######## counter_share_arb ########
### Logic cells by family, counter_share_arb

The bar under the picture is 20 um long.
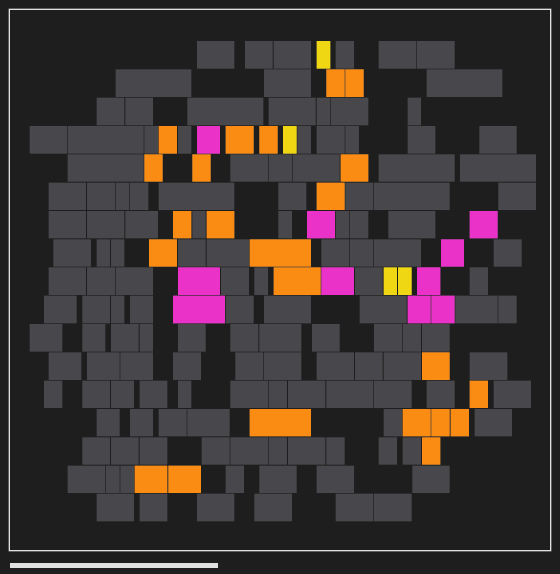

**src/rtl/counter_share_arb.sv**
```systemverilog
// Round-robin arbiter sharing one up/down counter among N requesters.
// Grant is combinational (0 cycles); count/wrap_p/gnt_id/busy update at the granting edge.
// Ungranted requesters hold their command; the counter never moves without a grant.
module counter_share_arb #(
  parameter int N   = 4,
  parameter int W   = 3,
  parameter int SAT = 0,
  parameter int IDW = 2
) (
  input  logic             clk,
  input  logic             rst,
  input  logic [N-1:0]     req,
  input  logic [2*N-1:0]   op,
  input  logic [W*N-1:0]   ld_data,
  output logic [N-1:0]     gnt,
  output logic [W-1:0]     count,
  output logic             wrap_p,
  output logic [IDW-1:0]   gnt_id,
  output logic             busy
);

  localparam logic [W-1:0]   CMAX = {W{1'b1}};
  localparam logic [IDW:0]   NL   = (IDW+1)'(N);
  localparam logic [IDW-1:0] NM1  = IDW'(N - 1);

  localparam logic [1:0] OP_INC   = 2'b00;
  localparam logic [1:0] OP_DEC   = 2'b01;
  localparam logic [1:0] OP_LOAD  = 2'b10;
  localparam logic [1:0] OP_CLEAR = 2'b11;

  // Per-requester views of the flattened command buses.
  logic [1:0]   op_a [N];
  logic [W-1:0] ld_a [N];

  for (genvar i = 0; i < N; i++) begin : g_split
    assign op_a[i] = op[2*i +: 2];
    assign ld_a[i] = ld_data[W*i +: W];
  end

  logic [IDW-1:0] ptr;
  logic [IDW-1:0] ptr_nxt;
  logic [IDW-1:0] win;
  logic [IDW-1:0] idx;
  logic [IDW:0]   sum;
  logic           found;
  logic [1:0]     wop;
  logic [W-1:0]   wld;
  logic [W-1:0]   cnt_nxt;
  logic           wrap_nxt;

  // Pick the first requester at or after ptr, wrapping modulo N; reset masks every grant.
  always_comb begin
    found = 1'b0;
    win   = '0;
    sum   = '0;
    idx   = '0;
    for (int k = 0; k < N; k++) begin
      sum = {1'b0, ptr} + (IDW+1)'(k);
      if (sum >= NL) begin
        sum = sum - NL;
      end
      idx = sum[IDW-1:0];
      if (!found && req[idx]) begin
        found = 1'b1;
        win   = idx;
      end
    end
    if (rst) begin
      found = 1'b0;
    end
  end

  // One-hot grant and the winner's command.
  always_comb begin
    gnt = '0;
    if (found) begin
      gnt[win] = 1'b1;
    end
    wop     = op_a[win];
    wld     = ld_a[win];
    ptr_nxt = (win == NM1) ? '0 : win + 1'b1;
  end

  // Counter result for the winning command; limit hits either wrap or stick depending on SAT.
  always_comb begin
    cnt_nxt  = count;
    wrap_nxt = 1'b0;
    case (wop)
      OP_INC: begin
        if (count == CMAX) begin
          wrap_nxt = 1'b1;
          cnt_nxt  = (SAT != 0) ? count : '0;
        end else begin
          cnt_nxt = count + 1'b1;
        end
      end
      OP_DEC: begin
        if (count == '0) begin
          wrap_nxt = 1'b1;
          cnt_nxt  = (SAT != 0) ? count : CMAX;
        end else begin
          cnt_nxt = count - 1'b1;
        end
      end
      OP_LOAD:  cnt_nxt = wld;
      OP_CLEAR: cnt_nxt = '0;
      default:  cnt_nxt = count;
    endcase
  end

  // Apply the granted command; reset wins over any grant in the same cycle.
  always_ff @(posedge clk) begin
    if (rst) begin
      count  <= '0;
      wrap_p <= 1'b0;
      gnt_id <= '0;
      busy   <= 1'b0;
      ptr    <= '0;
    end else begin
      busy   <= |gnt;
      wrap_p <= found & wrap_nxt;
      if (found) begin
        count  <= cnt_nxt;
        gnt_id <= win;
        ptr    <= ptr_nxt;
      end
    end
  end

endmodule

```
**config.mk**
```make
export PLATFORM = sky130hd
export DESIGN_NAME = counter_share_arb
export DESIGN_NICKNAME = d
export VERILOG_FILES = /design/src/rtl/counter_share_arb.sv
export SDC_FILE = /design/constraint.sdc
export NUM_CORES = 1
export LEC_CHECK = 0
export ABC_AREA = 0
export CORE_UTILIZATION = 35
export CTS_CLUSTER_SIZE = 10
export DETAILED_ROUTE_END_ITERATION = 16
export MAX_ROUTING_LAYER = met4
export PLACE_DENSITY_LB_ADDON = 0.3
export SLEW_MARGIN = 30
export SYNTH_ARGS = -nofsm -noshare
export SYNTH_HDL_FRONTEND = slang
export SYNTH_SLANG_ARGS = --single-unit
```
**constraint.sdc**
```tcl
create_clock -name clk -period 3.1 [get_ports clk]
set_clock_uncertainty 0.2 [all_clocks]
set_input_delay 0.62 -clock clk [delete_from_list [all_inputs] [get_ports clk]]
set_output_delay 0.62 -clock clk [all_outputs]
set_load 0.02 [all_outputs]
```
######## apu_rr_arbiter_flat ########
File: config.mk
export PLATFORM = sky130hd
export DESIGN_NAME = apu_rr_arbiter_flat
export DESIGN_NICKNAME = d
export VERILOG_FILES = /design/src/rtl/apu_rr_arbiter_if.sv /design/src/rtl/apu_rr_arbiter.sv /design/src/flat_wrapper.sv
export SDC_FILE = /design/constraint.sdc
export NUM_CORES = 1
export LEC_CHECK = 0
export ABC_AREA = 0
export CAP_MARGIN = 10
export CORE_AREA = 2 2 220 222
export DETAILED_ROUTE_END_ITERATION = 7
export DIE_AREA = 0 0 222 224
export GPL_TIMING_DRIVEN = 0
export SYNTH_ARGS = -nofsm -noshare
export SYNTH_HDL_FRONTEND = slang
export SYNTH_SLANG_ARGS = --single-unit
File: constraint.sdc
create_clock -name clk -period 7.31 [get_ports clk]
set_clock_uncertainty 0.1 [all_clocks]
set_input_delay 1.8275 -clock clk [delete_from_list [all_inputs] [get_ports clk]]
set_output_delay 1.8275 -clock clk [all_outputs]
set_load 0.05 [all_outputs]
File: src/rtl/apu_rr_arbiter_if.sv
// Bus bundles for the APU round-robin arbiter: a core-facing bundle (vectorised per core)
// and an FPU-facing bundle (single channel). The arbiter is the slave of the cores and the master of the FPU.
interface apu_core_if #(
    parameter int NB_CORES        = 4,
    parameter int CORE_ID_WIDTH   = 5,
    parameter int PAYLOAD_WIDTH   = 85,
    parameter int DATA_WIDTH      = 32,
    parameter int FLAGS_OUT_WIDTH = 5
);
    logic [NB_CORES-1:0]                     req;
    logic [NB_CORES-1:0]                     gnt;
    logic [NB_CORES-1:0][CORE_ID_WIDTH-1:0]  id;
    logic [NB_CORES-1:0][PAYLOAD_WIDTH-1:0]  payload;
    logic [NB_CORES-1:0]                     rvalid;
    logic [DATA_WIDTH-1:0]                   rdata;
    logic [FLAGS_OUT_WIDTH-1:0]              rflags;
    logic [CORE_ID_WIDTH-1:0]                rid;

    modport master (output req, id, payload, input gnt, rvalid, rdata, rflags, rid);
    modport slave  (input req, id, payload, output gnt, rvalid, rdata, rflags, rid);
endinterface

interface apu_fpu_if #(
    parameter int ID_WIDTH        = 9,
    parameter int PAYLOAD_WIDTH   = 85,
    parameter int DATA_WIDTH      = 32,
    parameter int FLAGS_OUT_WIDTH = 5
);
    logic                        req;
    logic                        gnt;
    logic [ID_WIDTH-1:0]         id;
    logic [PAYLOAD_WIDTH-1:0]    payload;
    logic                        rvalid;
    logic [DATA_WIDTH-1:0]       rdata;
    logic [FLAGS_OUT_WIDTH-1:0]  rflags;
    logic [ID_WIDTH-1:0]         rid;

    modport master (output req, id, payload, input gnt, rvalid, rdata, rflags, rid);
    modport slave  (input req, id, payload, output gnt, rvalid, rdata, rflags, rid);
endinterface

File: src/rtl/apu_rr_arbiter.sv
// Round-robin arbiter funnelling NB_CORES request streams into one registered FPU request slot
// and demultiplexing FPU results back by tag. Define APU_RR_ARBITER_RESP_REG_EN to register the response path.
module apu_rr_arbiter #(
    parameter int NB_CORES        = 4,
    parameter int CORE_ID_WIDTH   = 5,
    parameter int ID_WIDTH        = 9,
    parameter int PAYLOAD_WIDTH   = 85,
    parameter int DATA_WIDTH      = 32,
    parameter int FLAGS_OUT_WIDTH = 5
) (
    input  logic      clk,
    input  logic      rst_n,
    apu_core_if.slave core,
    apu_fpu_if.master fpu
);
    localparam int IDX_W  = (NB_CORES > 1) ? $clog2(NB_CORES) : 1;
    localparam int RIDX_W = ID_WIDTH - CORE_ID_WIDTH;
    localparam logic [IDX_W-1:0] LAST_RST = IDX_W'(NB_CORES - 1);

    if (NB_CORES < 2) begin : g_bad_nb_cores
        $error("apu_rr_arbiter: NB_CORES must be at least 2");
    end
    if (ID_WIDTH < IDX_W + CORE_ID_WIDTH) begin : g_bad_id_width
        $error("apu_rr_arbiter: ID_WIDTH too small for core index plus core tag");
    end

    logic                      can_accept_s;
    logic                      gnt_found_s;
    logic [IDX_W-1:0]          gnt_idx_s;
    logic [IDX_W-1:0]          cand_s;
    logic [NB_CORES-1:0]       gnt_s;

    logic                      valid_r;
    logic [ID_WIDTH-1:0]       id_r;
    logic [PAYLOAD_WIDTH-1:0]  payload_r;
    logic [IDX_W-1:0]          last_r;

    logic [RIDX_W-1:0]         resp_idx_s;
    logic [NB_CORES-1:0]       rvalid_s;

    // Round-robin search: first requester strictly after the last granted index, wrapping.
    always_comb begin
        gnt_found_s = 1'b0;
        gnt_idx_s   = '0;
        cand_s      = '0;
        for (int i = 1; i <= NB_CORES; i++) begin
            cand_s = IDX_W'((int'(last_r) + i) % NB_CORES);
            if (!gnt_found_s && core.req[cand_s]) begin
                gnt_found_s = 1'b1;
                gnt_idx_s   = cand_s;
            end else begin
                gnt_idx_s   = gnt_idx_s;
            end
        end
    end

    // Grant only when the slot is empty or draining this cycle; held low while in reset.
    always_comb begin
        can_accept_s = rst_n & (~valid_r | fpu.gnt);
        gnt_s        = '0;
        if (can_accept_s && gnt_found_s) begin
            gnt_s[gnt_idx_s] = 1'b1;
        end else begin
            gnt_s = '0;
        end
    end

    assign core.gnt = gnt_s;

    // One-entry request slot; refill and drain may happen on the same edge.
    always_ff @(posedge clk or negedge rst_n) begin
        if (!rst_n) begin
            valid_r   <= 1'b0;
            id_r      <= '0;
            payload_r <= '0;
            last_r    <= LAST_RST;
        end else if (can_accept_s) begin
            valid_r <= gnt_found_s;
            if (gnt_found_s) begin
                id_r      <= ID_WIDTH'({gnt_idx_s, core.id[gnt_idx_s]});
                payload_r <= core.payload[gnt_idx_s];
                last_r    <= gnt_idx_s;
            end
        end
    end

    assign fpu.req     = valid_r;
    assign fpu.id      = id_r;
    assign fpu.payload = payload_r;

    // Decode the core-index field of the result tag; out-of-range indices select nobody.
    always_comb begin
        resp_idx_s = fpu.rid[ID_WIDTH-1:CORE_ID_WIDTH];
        rvalid_s   = '0;
        for (int k = 0; k < NB_CORES; k++) begin
            if (rst_n && fpu.rvalid && (resp_idx_s == RIDX_W'(k))) begin
                rvalid_s[k] = 1'b1;
            end else begin
                rvalid_s[k] = 1'b0;
            end
        end
    end

`ifdef APU_RR_ARBITER_RESP_REG_EN
    logic [NB_CORES-1:0]        rvalid_r;
    logic [DATA_WIDTH-1:0]      rdata_r;
    logic [FLAGS_OUT_WIDTH-1:0] rflags_r;
    logic [CORE_ID_WIDTH-1:0]   rid_r;

    // One-cycle response pipeline stage.
    always_ff @(posedge clk or negedge rst_n) begin
        if (!rst_n) begin
            rvalid_r <= '0;
            rdata_r  <= '0;
            rflags_r <= '0;
            rid_r    <= '0;
        end else begin
            rvalid_r <= rvalid_s;
            rdata_r  <= fpu.rdata;
            rflags_r <= fpu.rflags;
            rid_r    <= fpu.rid[CORE_ID_WIDTH-1:0];
        end
    end

    assign core.rvalid = rvalid_r;
    assign core.rdata  = rdata_r;
    assign core.rflags = rflags_r;
    assign core.rid    = rid_r;
`else
    assign core.rvalid = rvalid_s;
    assign core.rdata  = fpu.rdata;
    assign core.rflags = fpu.rflags;
    assign core.rid    = fpu.rid[CORE_ID_WIDTH-1:0];
`endif

endmodule

File: src/flat_wrapper.sv
// flat-port wrapper written by rule: the top's interface ports become plain ports
module apu_rr_arbiter_flat 
#(
    parameter int NB_CORES        = 4,
    parameter int CORE_ID_WIDTH   = 5,
    parameter int ID_WIDTH        = 9,
    parameter int PAYLOAD_WIDTH   = 85,
    parameter int DATA_WIDTH      = 32,
    parameter int FLAGS_OUT_WIDTH = 5
)
  (clk, rst_n, core_req, core_id, core_payload, core_gnt, core_rvalid, core_rdata, core_rflags, core_rid, fpu_req, fpu_id, fpu_payload, fpu_gnt, fpu_rvalid, fpu_rdata, fpu_rflags, fpu_rid);
  apu_core_if #(.NB_CORES(NB_CORES), .CORE_ID_WIDTH(CORE_ID_WIDTH), .PAYLOAD_WIDTH(PAYLOAD_WIDTH), .DATA_WIDTH(DATA_WIDTH), .FLAGS_OUT_WIDTH(FLAGS_OUT_WIDTH)) core_i ();
  apu_fpu_if #(.ID_WIDTH(ID_WIDTH), .PAYLOAD_WIDTH(PAYLOAD_WIDTH), .DATA_WIDTH(DATA_WIDTH), .FLAGS_OUT_WIDTH(FLAGS_OUT_WIDTH)) fpu_i ();
  input  logic clk;
  input  logic rst_n;
  input wire logic [$bits(core_i.req)-1:0] core_req;
  input wire logic [$bits(core_i.id)-1:0] core_id;
  input wire logic [$bits(core_i.payload)-1:0] core_payload;
  output wire logic [$bits(core_i.gnt)-1:0] core_gnt;
  output wire logic [$bits(core_i.rvalid)-1:0] core_rvalid;
  output wire logic [$bits(core_i.rdata)-1:0] core_rdata;
  output wire logic [$bits(core_i.rflags)-1:0] core_rflags;
  output wire logic [$bits(core_i.rid)-1:0] core_rid;
  output wire logic [$bits(fpu_i.req)-1:0] fpu_req;
  output wire logic [$bits(fpu_i.id)-1:0] fpu_id;
  output wire logic [$bits(fpu_i.payload)-1:0] fpu_payload;
  input wire logic [$bits(fpu_i.gnt)-1:0] fpu_gnt;
  input wire logic [$bits(fpu_i.rvalid)-1:0] fpu_rvalid;
  input wire logic [$bits(fpu_i.rdata)-1:0] fpu_rdata;
  input wire logic [$bits(fpu_i.rflags)-1:0] fpu_rflags;
  input wire logic [$bits(fpu_i.rid)-1:0] fpu_rid;
  assign core_i.req = core_req;
  assign core_i.id = core_id;
  assign core_i.payload = core_payload;
  assign core_gnt = core_i.gnt;
  assign core_rvalid = core_i.rvalid;
  assign core_rdata = core_i.rdata;
  assign core_rflags = core_i.rflags;
  assign core_rid = core_i.rid;
  assign fpu_req = fpu_i.req;
  assign fpu_id = fpu_i.id;
  assign fpu_payload = fpu_i.payload;
  assign fpu_i.gnt = fpu_gnt;
  assign fpu_i.rvalid = fpu_rvalid;
  assign fpu_i.rdata = fpu_rdata;
  assign fpu_i.rflags = fpu_rflags;
  assign fpu_i.rid = fpu_rid;
  apu_rr_arbiter #(.NB_CORES(NB_CORES), .CORE_ID_WIDTH(CORE_ID_WIDTH), .ID_WIDTH(ID_WIDTH), .PAYLOAD_WIDTH(PAYLOAD_WIDTH), .DATA_WIDTH(DATA_WIDTH), .FLAGS_OUT_WIDTH(FLAGS_OUT_WIDTH)) u_core (.clk(clk), .rst_n(rst_n), .core(core_i), .fpu(fpu_i));
endmodule
######## instr_fifo_drain ########
## config.mk

```make
export PLATFORM = sky130hd
export DESIGN_NAME = instr_fifo_drain
export DESIGN_NICKNAME = d
export VERILOG_FILES = /design/src/rtl/instr_fifo_drain.sv
export SDC_FILE = /design/constraint.sdc
export NUM_CORES = 1
export LEC_CHECK = 0
export CORE_MARGIN = 2
export CORE_UTILIZATION = 49
export CTS_CLUSTER_SIZE = 12
export DETAILED_ROUTE_END_ITERATION = 16
export GPL_TIMING_DRIVEN = 0
export HOLD_SLACK_MARGIN = 0.1
export PLACE_DENSITY = 0.78
export SETUP_SLACK_MARGIN = 0.5
export SLEW_MARGIN = 20
export SYNTH_ARGS = -nofsm -noshare
export SYNTH_HDL_FRONTEND = slang
export SYNTH_SLANG_ARGS = --single-unit
```

## constraint.sdc

```tcl
create_clock -name clk -period 3.2 [get_ports clk]
set_clock_uncertainty 0.1 [all_clocks]
set_input_delay 0.48 -clock clk [delete_from_list [all_inputs] [get_ports clk]]
set_output_delay 0.48 -clock clk [all_outputs]
set_load 0.02 [all_outputs]
```

## src/rtl/instr_fifo_drain.sv

```systemverilog
// Instruction FIFO read-side drain: pops the FIFO, absorbs read latency in a skid buffer.
// Optional INSTR_DRAIN_STATS_EN adds saturating pop/stall counters.
module instr_fifo_drain #(
  parameter int DATA_WIDTH = 8,
  parameter int SKID_DEPTH = 2
) (
  input  logic                                 clk,
  input  logic                                 rst,
  input  logic                                 fifo_empty,
  output logic                                 fifo_rr,
  input  logic [DATA_WIDTH-1:0]                fifo_dout,
  input  logic                                 flush,
  output logic                                 out_valid,
  input  logic                                 out_ready,
  output logic [DATA_WIDTH-1:0]                out_data,
  output logic [$clog2(SKID_DEPTH+1)-1:0]      occ
`ifdef INSTR_DRAIN_STATS_EN
  ,
  output logic [15:0]                          stat_pops,
  output logic [15:0]                          stat_stalls
`endif
);

  localparam int OW = $clog2(SKID_DEPTH+1);
  localparam int PW = $clog2(SKID_DEPTH);

  typedef enum logic [1:0] {
    IDLE   = 2'd0,
    ACTIVE = 2'd1,
    FLUSH  = 2'd2
  } state_t;

  state_t                state;
  state_t                state_nxt;
  logic                  inflight;
  logic [PW-1:0]         rd_ptr;
  logic [PW-1:0]         wr_ptr;
  logic [DATA_WIDTH-1:0] mem [SKID_DEPTH];
  logic                  pop;
  logic                  cap;
  logic [OW:0]           need;
  logic [OW-1:0]         occ_nxt;

  function automatic logic [PW-1:0] bump(input logic [PW-1:0] p);
    return (p == PW'(SKID_DEPTH-1)) ? '0 : p + PW'(1);
  endfunction

  assign out_valid = (occ != '0);
  assign pop       = out_valid & out_ready;
  // A word arriving while in FLUSH belongs to a pre-flush read.
  assign cap       = inflight & (state != FLUSH);
  assign need      = {1'b0, occ} + {{OW{1'b0}}, inflight}
                   - {{OW{1'b0}}, pop};

  always_comb begin
    occ_nxt = occ;
    if (cap && !pop)
      occ_nxt = occ + OW'(1);
    else if (!cap && pop)
      occ_nxt = occ - OW'(1);
  end

  // FSM: state register
  always_ff @(posedge clk) begin
    if (rst)
      state <= IDLE;
    else
      state <= state_nxt;
  end

  // FSM: next state
  always_comb begin
    state_nxt = state;
    unique case (state)
      IDLE: begin
        if (flush)
          state_nxt = FLUSH;
        else if (fifo_rr)
          state_nxt = ACTIVE;
      end
      ACTIVE: begin
        if (flush)
          state_nxt = FLUSH;
        else if (occ_nxt == '0 && !fifo_rr)
          state_nxt = IDLE;
      end
      FLUSH: begin
        state_nxt = flush ? FLUSH : IDLE;
      end
      default: state_nxt = IDLE;
    endcase
  end

  // FSM: outputs
  always_comb begin
    fifo_rr  = 1'b0;
    out_data = '0;
    if (!rst && !fifo_empty && !flush && state != FLUSH
        && need < (OW+1)'(SKID_DEPTH))
      fifo_rr = 1'b1;
    if (out_valid)
      out_data = mem[rd_ptr];
  end

  always_ff @(posedge clk) begin
    if (rst) begin
      inflight <= 1'b0;
      occ      <= '0;
      rd_ptr   <= '0;
      wr_ptr   <= '0;
    end else begin
      inflight <= fifo_rr;
      if (flush) begin
        occ    <= '0;
        rd_ptr <= '0;
        wr_ptr <= '0;
      end else begin
        occ <= occ_nxt;
        if (cap)
          wr_ptr <= bump(wr_ptr);
        if (pop)
          rd_ptr <= bump(rd_ptr);
      end
    end
  end

  always_ff @(posedge clk) begin
    if (!rst && !flush && cap)
      mem[wr_ptr] <= fifo_dout;
  end

`ifdef INSTR_DRAIN_STATS_EN
  // Counters survive flush; only reset clears them.
  always_ff @(posedge clk) begin
    if (rst) begin
      stat_pops   <= '0;
      stat_stalls <= '0;
    end else begin
      if (pop && stat_pops != 16'hFFFF)
        stat_pops <= stat_pops + 16'd1;
      if (out_valid && !out_ready && stat_stalls != 16'hFFFF)
        stat_stalls <= stat_stalls + 16'd1;
    end
  end
`endif

endmodule

```

### Power grid, counter_share_arb

Pins as bars on the die edge. Tap cells in gray.
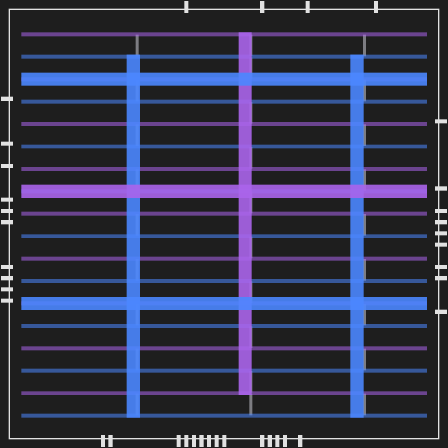
legend:
  VSS:
    color: blue
  VDD:
    color: purple
met4 straps: 3
met1 rails: 18
met5 straps: 3
Core Area: 0.00228 mm2
Die W: 51.9 um
die y size: 51.9 um
VDD IR-drop max: 0.400 mV

Notes on 'Logic cells by family' of counter_share_arb above:
legend:
  inverting AOI/OAI gates:
    color: orange
    cells: 23
    most_used: a21oi_1
  inverters:
    color: yellow
    cells: 4
    most_used: inv_1
  AND and OR gates:
    color: magenta
    cells: 10
    most_used: and2_1
logic share of the area: 45.4%
Post-Layout Cell Count: 200

==> impl_metrics.env, counter_share_arb <==
# yosys + openroad results
export IMPL_detail_route_antenna_nets=0
export IMPL_postCtsSetupBuffers=2
export IMPL_dp_cells=194
export IMPL_pwr_group_sequential_uw=185
export IMPL_p_sw_uw=327
export IMPL_largest_area_cell="dfxtp_1"
export IMPL_synth_cells=109
export IMPL_numPortBuffers=36
export IMPL_antenna_found_initial=0
export IMPL_ys_sh_mux_pct=2.30
export IMPL_grt_pass1_vias=1025
export IMPL_outcome="completed"
export IMPL_ys_cells=109
export IMPL_slew_headroom_pct=72.7
export IMPL_via_count=1092
export IMPL_ios=37
export IMPL_routabilityCongestion=0.808
export IMPL_cts_root_buf="clkbuf_4"
export IMPL_stdcell_area_mm2=0.00147
export IMPL_largest_reg_flops=3
export IMPL_rows=17
export IMPL_final_util_pct=64.4
export IMPL_drtIter0Drc=18
export IMPL_synth_xor_area_share_pct=0
export IMPL_yosysSeqAreaShare_pct=20.7
export IMPL_cts_buffer_depth=2
export IMPL_n_tap_cell=28
export IMPL_num_multi_input_gates=92
export IMPL_nonClkBufAreaFrac_pct=37.1
export IMPL_grt_pass1_wl_um=4140
export IMPL_yosys_area_um2=872
export IMPL_n_clock_buffer=4
export IMPL_logic_area_um2=666
export IMPL_yosys_warnings=0
export IMPL_ys_ff=9
export IMPL_logic_family="simple AND/OR/NAND/NOR gates"
export IMPL_edf_count=0
export IMPL_power_density_mw_per_mm2=546
export IMPL_path_buffers=4
export IMPL_slowest_delay_ns=0.34
export IMPL_buffers=63
export IMPL_ff_type="dfxtp_1"
export IMPL_clock_power_share_pct=10.9
export IMPL_numClockSinks=9
export IMPL_maxPowerGroup="combinational cells"
export IMPL_fp_util_pct=38.3
export IMPL_ys_sh_simple_pct=35.2
export IMPL_antenna_cells=0
export IMPL_mostFrequentLayoutCells="28 x clkdlybuf4s50_1, 28 x buf_4, 10 x nand2_1, 10 x a21oi_1"
export IMPL_p_seq_share_pct=23.1
export IMPL_synth_top_area_share_pct=20.7
export IMPL_grtUsageTotal_pct=21.3
## counter_share_arb: layer usage
metal	share of wire [%]	vias to the layer above	routed length [um]	GRT usage [%]
met5	0	-	0	-
met1	43	514	1100	21.8
met3	4.8	6	124	6.73
met4	1.6	0	41	7.21
li1	-	539	-	-
met2	51	33	1320	38.0
## counter_share_arb: worst paths after layout
check,from,end,slack (ns),depth (start not counted)
setup reg to reg,ptr[0],count[2],0.57,10
hold reg to reg,gnt_id[1],gnt_id[1],0.26,2
setup / recovery,req[2],gnt[3],0.08,9
hold / removal,gnt_id[1],gnt_id[1],0.26,2
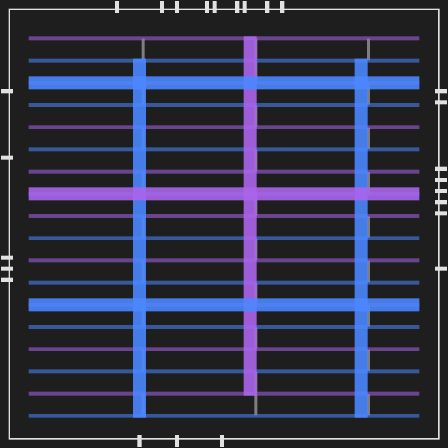
*Power grid, instr_fifo_drain*
Pins as bars on the die edge. Tap cells in gray.
legend:
  VDD:
    color: purple
  VSS:
    color: blue
met1 rails: 18
met5 straps: 3
met4 straps: 3
rows: 17
tap cells: 28
Core Area: 0.00221 mm2
VDD IR-drop max: 0.296 mV
Die W: 52.4 um
die y size: 52.4 um

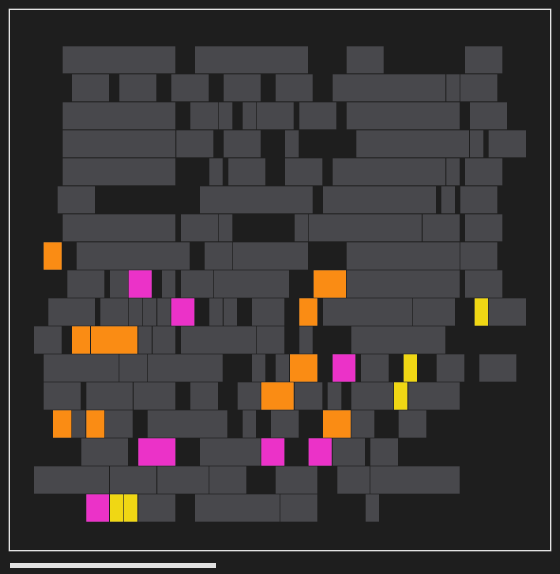
*Logic cells by family, instr_fifo_drain*
The bar under the picture is 20 um long.
legend:
  AND and OR gates:
    color: magenta
    cells: 7
  inverters:
    color: yellow
    cells: 5
    most_used: inv_1
  inverting AOI/OAI gates:
    color: orange
    cells: 10
logic share of the area: 33.4%
Post-Layout Cell Count: 165
Commonest Layout Cell: clkdlybuf4s50_1

==> impl_metrics.env, instr_fifo_drain <==
# yosys + openroad results
export IMPL_fin_crit_ns=2.95
export IMPL_ys_ff=24
export IMPL_detail_route_antenna_nets=0
export IMPL_via_count=851
export IMPL_worstSetupPathDepth=11
export IMPL_buffers=37
export IMPL_endpoint_kind="output pin"
export IMPL_insertion_delay_ns=0.30
export IMPL_ios=25
export IMPL_async_flop_share_pct=0
export IMPL_hold_buffers=0
export IMPL_met2_wirelength_um=1060
export IMPL_logic_area_um2=532
export IMPL_switching_share_pct=26.3
export IMPL_crit_chain="inv_2, ha_4, buf_6, nand2b_4, buf_6, nor2_4, o21ai_2, fa_2, nand2b_4, nor4_4, buf_4"
export IMPL_reg2reg_from="occ[0]"
export IMPL_grt_setup_unrepaired="true"
export IMPL_sh_seq_area_pct=40.7
export IMPL_syn_area_mm2=0.00115
export IMPL_edf_count=16
export IMPL_ys_top_cells_by_area="edfxtp_1 42%, dfxtp_1 14%, mux2i_1 7.0%"
export IMPL_outcome="completed"
export IMPL_dieArea_mm2=0.00275
export IMPL_worstSetupStartpointType="flop"
export IMPL_clock_power_share_pct=20.4
export IMPL_grt_pass1_vias=789
export IMPL_slew_headroom_pct=54.9
export IMPL_grt_ovfl_total=0
export IMPL_max_cap_viol_count=0
export IMPL_rows=17
export IMPL_cp_max_fo=3
export IMPL_fin_crit_sh_pct=92.2
export IMPL_p_seq_share_pct=55.0
export IMPL_num_multi_input_gates=67
export IMPL_antenna_found_initial=0
export IMPL_yosys_warnings=0
export IMPL_cp_slowest_cell="fa_2"
export IMPL_path_buffers=4
export IMPL_nets=157
export IMPL_drive_gt1_share_pct=19.7
export IMPL_synth_top_area_share_pct=41.8
export IMPL_antenna_cells=0
export IMPL_cts_tree="yes"
export IMPL_placed_area_mm2=0.00149
export IMPL_drc_errors=0
export IMPL_dp_cells=153
export IMPL_hold_viol=0
export IMPL_clkTransAtPathRegs_ns=0.12
export IMPL_p_leak_nw=0.566
export IMPL_wl_met3_um=90
export IMPL_intPower_uw=461
export IMPL_r2r_end="state[0]"
export IMPL_ff_type="edfxtp_1"
export IMPL_numClockSinks=24
export IMPL_crit_start="occ[0]"
export IMPL_common_cells="18 x nor2_1, 16 x edfxtp_1, 8 x dfxtp_1, 8 x mux2i_1"
-- instr_fifo_drain: registers in the layout, summed over array words and instances (netlist names), named ones only --
| name | count |
|---|---|
| inflight | 1 |
| mem | 16 |
| occ | 2 |
| rd_ptr | 1 |
| state | 2 |
| wr_ptr | 1 |
-- instr_fifo_drain: kinds of logic after synthesis --
logic type                 Yosys count  share of synthesized area [%]
DFF                                 24                           55.7
xor gates and xnor gates             5                           3.81
and+or+nand+nor                     37                           16.5
AOI/OAI and AO/OA                   11                           6.31
buffers and inverters               10                           3.48
adders and majority gates            6                           7.18
muxes                                8                           6.96
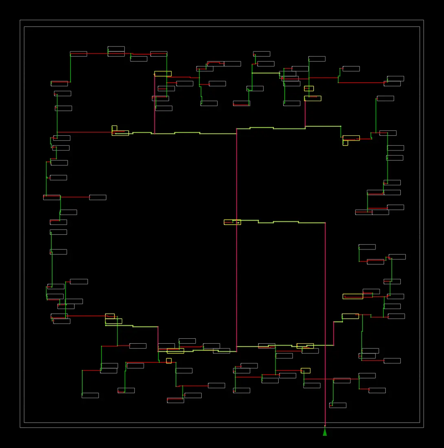
*Clock routing, apu_rr_arbiter_flat*
TritonCTS buffer count: 9
Sink Count: 95
Power Clock: 546 uW

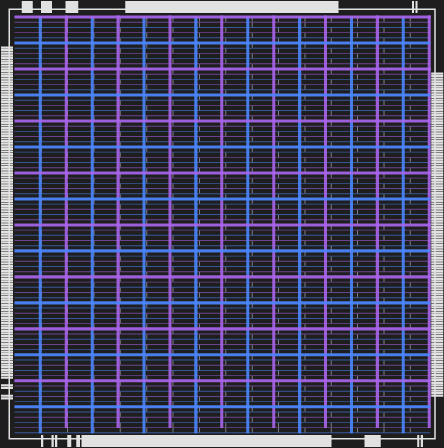
*Power grid, apu_rr_arbiter_flat*
Pins as bars on the die edge. Tap cells in gray.
legend:
  VDD:
    color: purple
  VSS:
    color: blue
tap cells: 615
met4 straps: 16
Die W: 222 um
die y size: 224 um
Core Area: 0.0473 mm2
VDD IR-drop max: 0.130 mV

==> impl_metrics.env, apu_rr_arbiter_flat <==
# yosys + openroad results
export IMPL_buffers=639
export IMPL_yosys_warnings=0
export IMPL_max_freq_mhz=146
export IMPL_cp_slowest_cell="clkdlybuf4s50_1"
export IMPL_ys_sh_adder_pct=0
export IMPL_synth_cell_type_count=30
export IMPL_num_multi_input_gates=493
export IMPL_whs_path_depth=2
export IMPL_numPortBuffers=514
export IMPL_dieArea_mm2=0.0497
export IMPL_grtUsageTotal_pct=16.2
export IMPL_cts_htree_levels=3
export IMPL_design_seq_count=95
export IMPL_ff_type="dfrtp_1"
export IMPL_ys_ff=95
export IMPL_yosysSeqAreaShare_pct=33.2
export IMPL_fp_util_pct=15.2
export IMPL_edf_count=0
export IMPL_fin_total_pwr_mw=3.87
export IMPL_antenna_cells=2
export IMPL_outcome="completed"
export IMPL_worstSetupPathDepth=8
export IMPL_fin_crit_ns=6.86
export IMPL_gr_usage_met2_pct=27.2
export IMPL_routabilityCongestion=0.866
export IMPL_fin_ws_ns=0.454
export IMPL_clk_share_pct=2.37
export IMPL_grt_setup_unrepaired="false"
export IMPL_post_cts_resize_count=0
export IMPL_grt_pass1_vias=8868
export IMPL_wl_per_cell_um=22.1
export IMPL_detail_route_antenna_nets=0
export IMPL_totalWireLength_um=41100
export IMPL_switching_share_pct=48.4
export IMPL_drtIter0Drc=561
export IMPL_insertion_delay_ns=0.38
export IMPL_tns_ns=0
export IMPL_slew_headroom_pct=42.9
export IMPL_nonClkBufAreaFrac_pct=44.6
export IMPL_place_hpwl_um=32800
export IMPL_p_leak_nw=5.30
export IMPL_finalSetupViolCount=0
export IMPL_clkTransAtPathRegs_ns=0.07
export IMPL_dr_pass1_iters=5
export IMPL_drive_gt1_share_pct=16.7
export IMPL_area_growth_pct=87.7
export IMPL_logic_family="multiplexers"
export IMPL_cts_buffer_depth=2
export IMPL_max_cap_viol_count=0
export IMPL_hold_ws_ns=0.397
export IMPL_cts_tree="yes"
export IMPL_met1_usage_pct=19.7
export IMPL_async_flop_share_pct=100
export IMPL_p_sw_mw=1.87
apu_rr_arbiter_flat: worst max path at each step:
stage                      startpoint     endpoint  slack [ns]
after global placement          rst_n  core_gnt[3]       -2.95
after detailed placement  core_req[3]  core_gnt[0]       -0.04
final                     core_req[3]  core_gnt[3]        0.45
after CTS                 core_req[3]  core_gnt[1]        0.36
after floorplan           core_req[3]  core_gnt[0]        1.86
after global routing      core_req[2]  core_gnt[1]        0.31
apu_rr_arbiter_flat: registers in the layout (all words and copies together), names as in the netlist:
signal,count
u_core.fpu.req,1
u_core.fpu.id,7
u_core.fpu.payload,85
u_core.last_r,2

==> gallery <==
Clock wires, drivers and flops.
image #1
The bar under the picture is 20 um long.
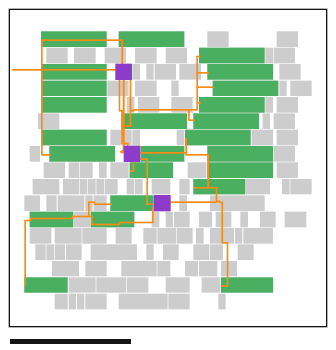
image #2
The bar under the picture is 20 um long.
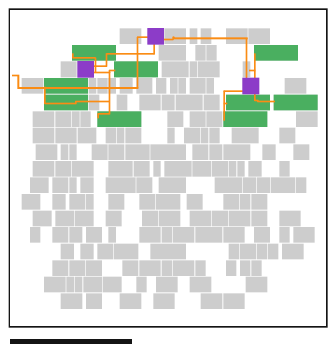
image #3
The bar under the picture is 50 um long.
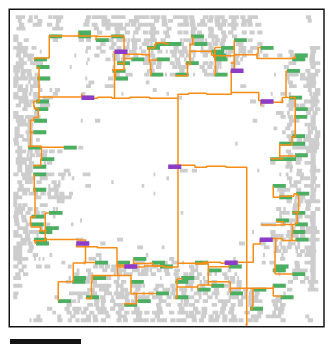
Image #2 is counter_share_arb.
Image #3 is apu_rr_arbiter_flat.
Image #1 is instr_fifo_drain.
The one with the most sequential cells is image #3.
The one with the largest die is image #3.



==> layout pictures side by side <==
Placement by cell class.
shot_01.png
The bar under the picture is 20 um long.
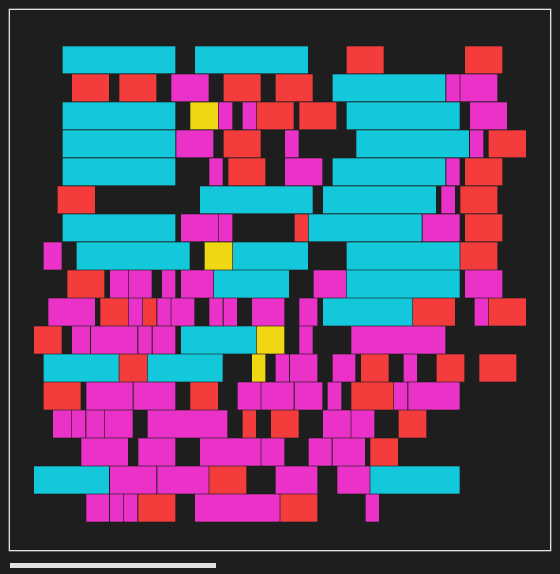
shot_02.png
The bar under the picture is 20 um long.
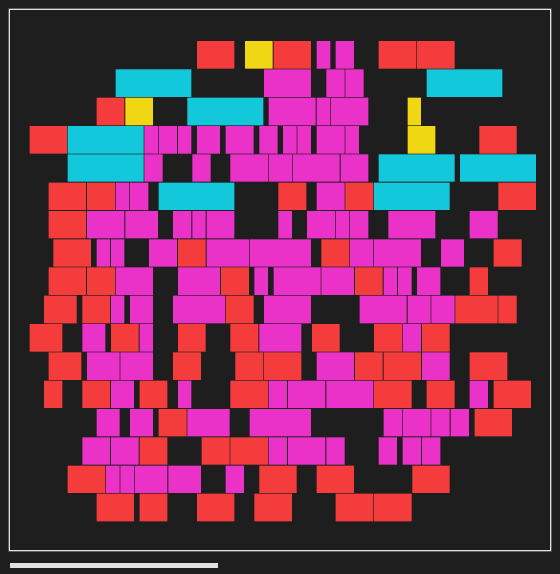
shot_03.png
The bar under the picture is 50 um long.
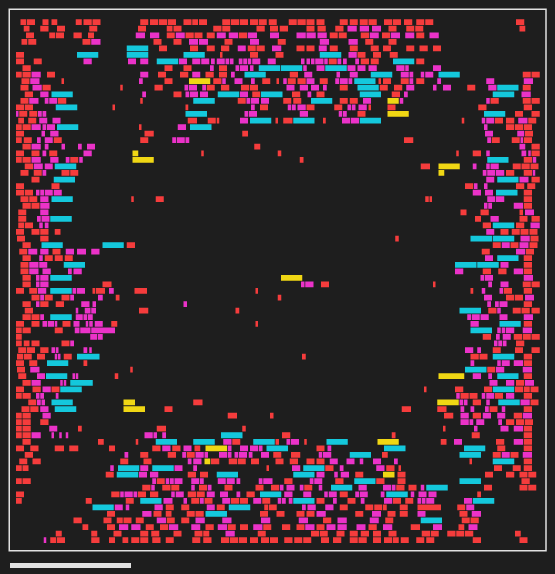
- shot_02.png = counter_share_arb
- shot_03.png = apu_rr_arbiter_flat
- shot_01.png = instr_fifo_drain
The one with the fewest cells is shot_01.png.
The one with the most cells is shot_03.png.

Power is estimated from default activity; no workload was simulated.
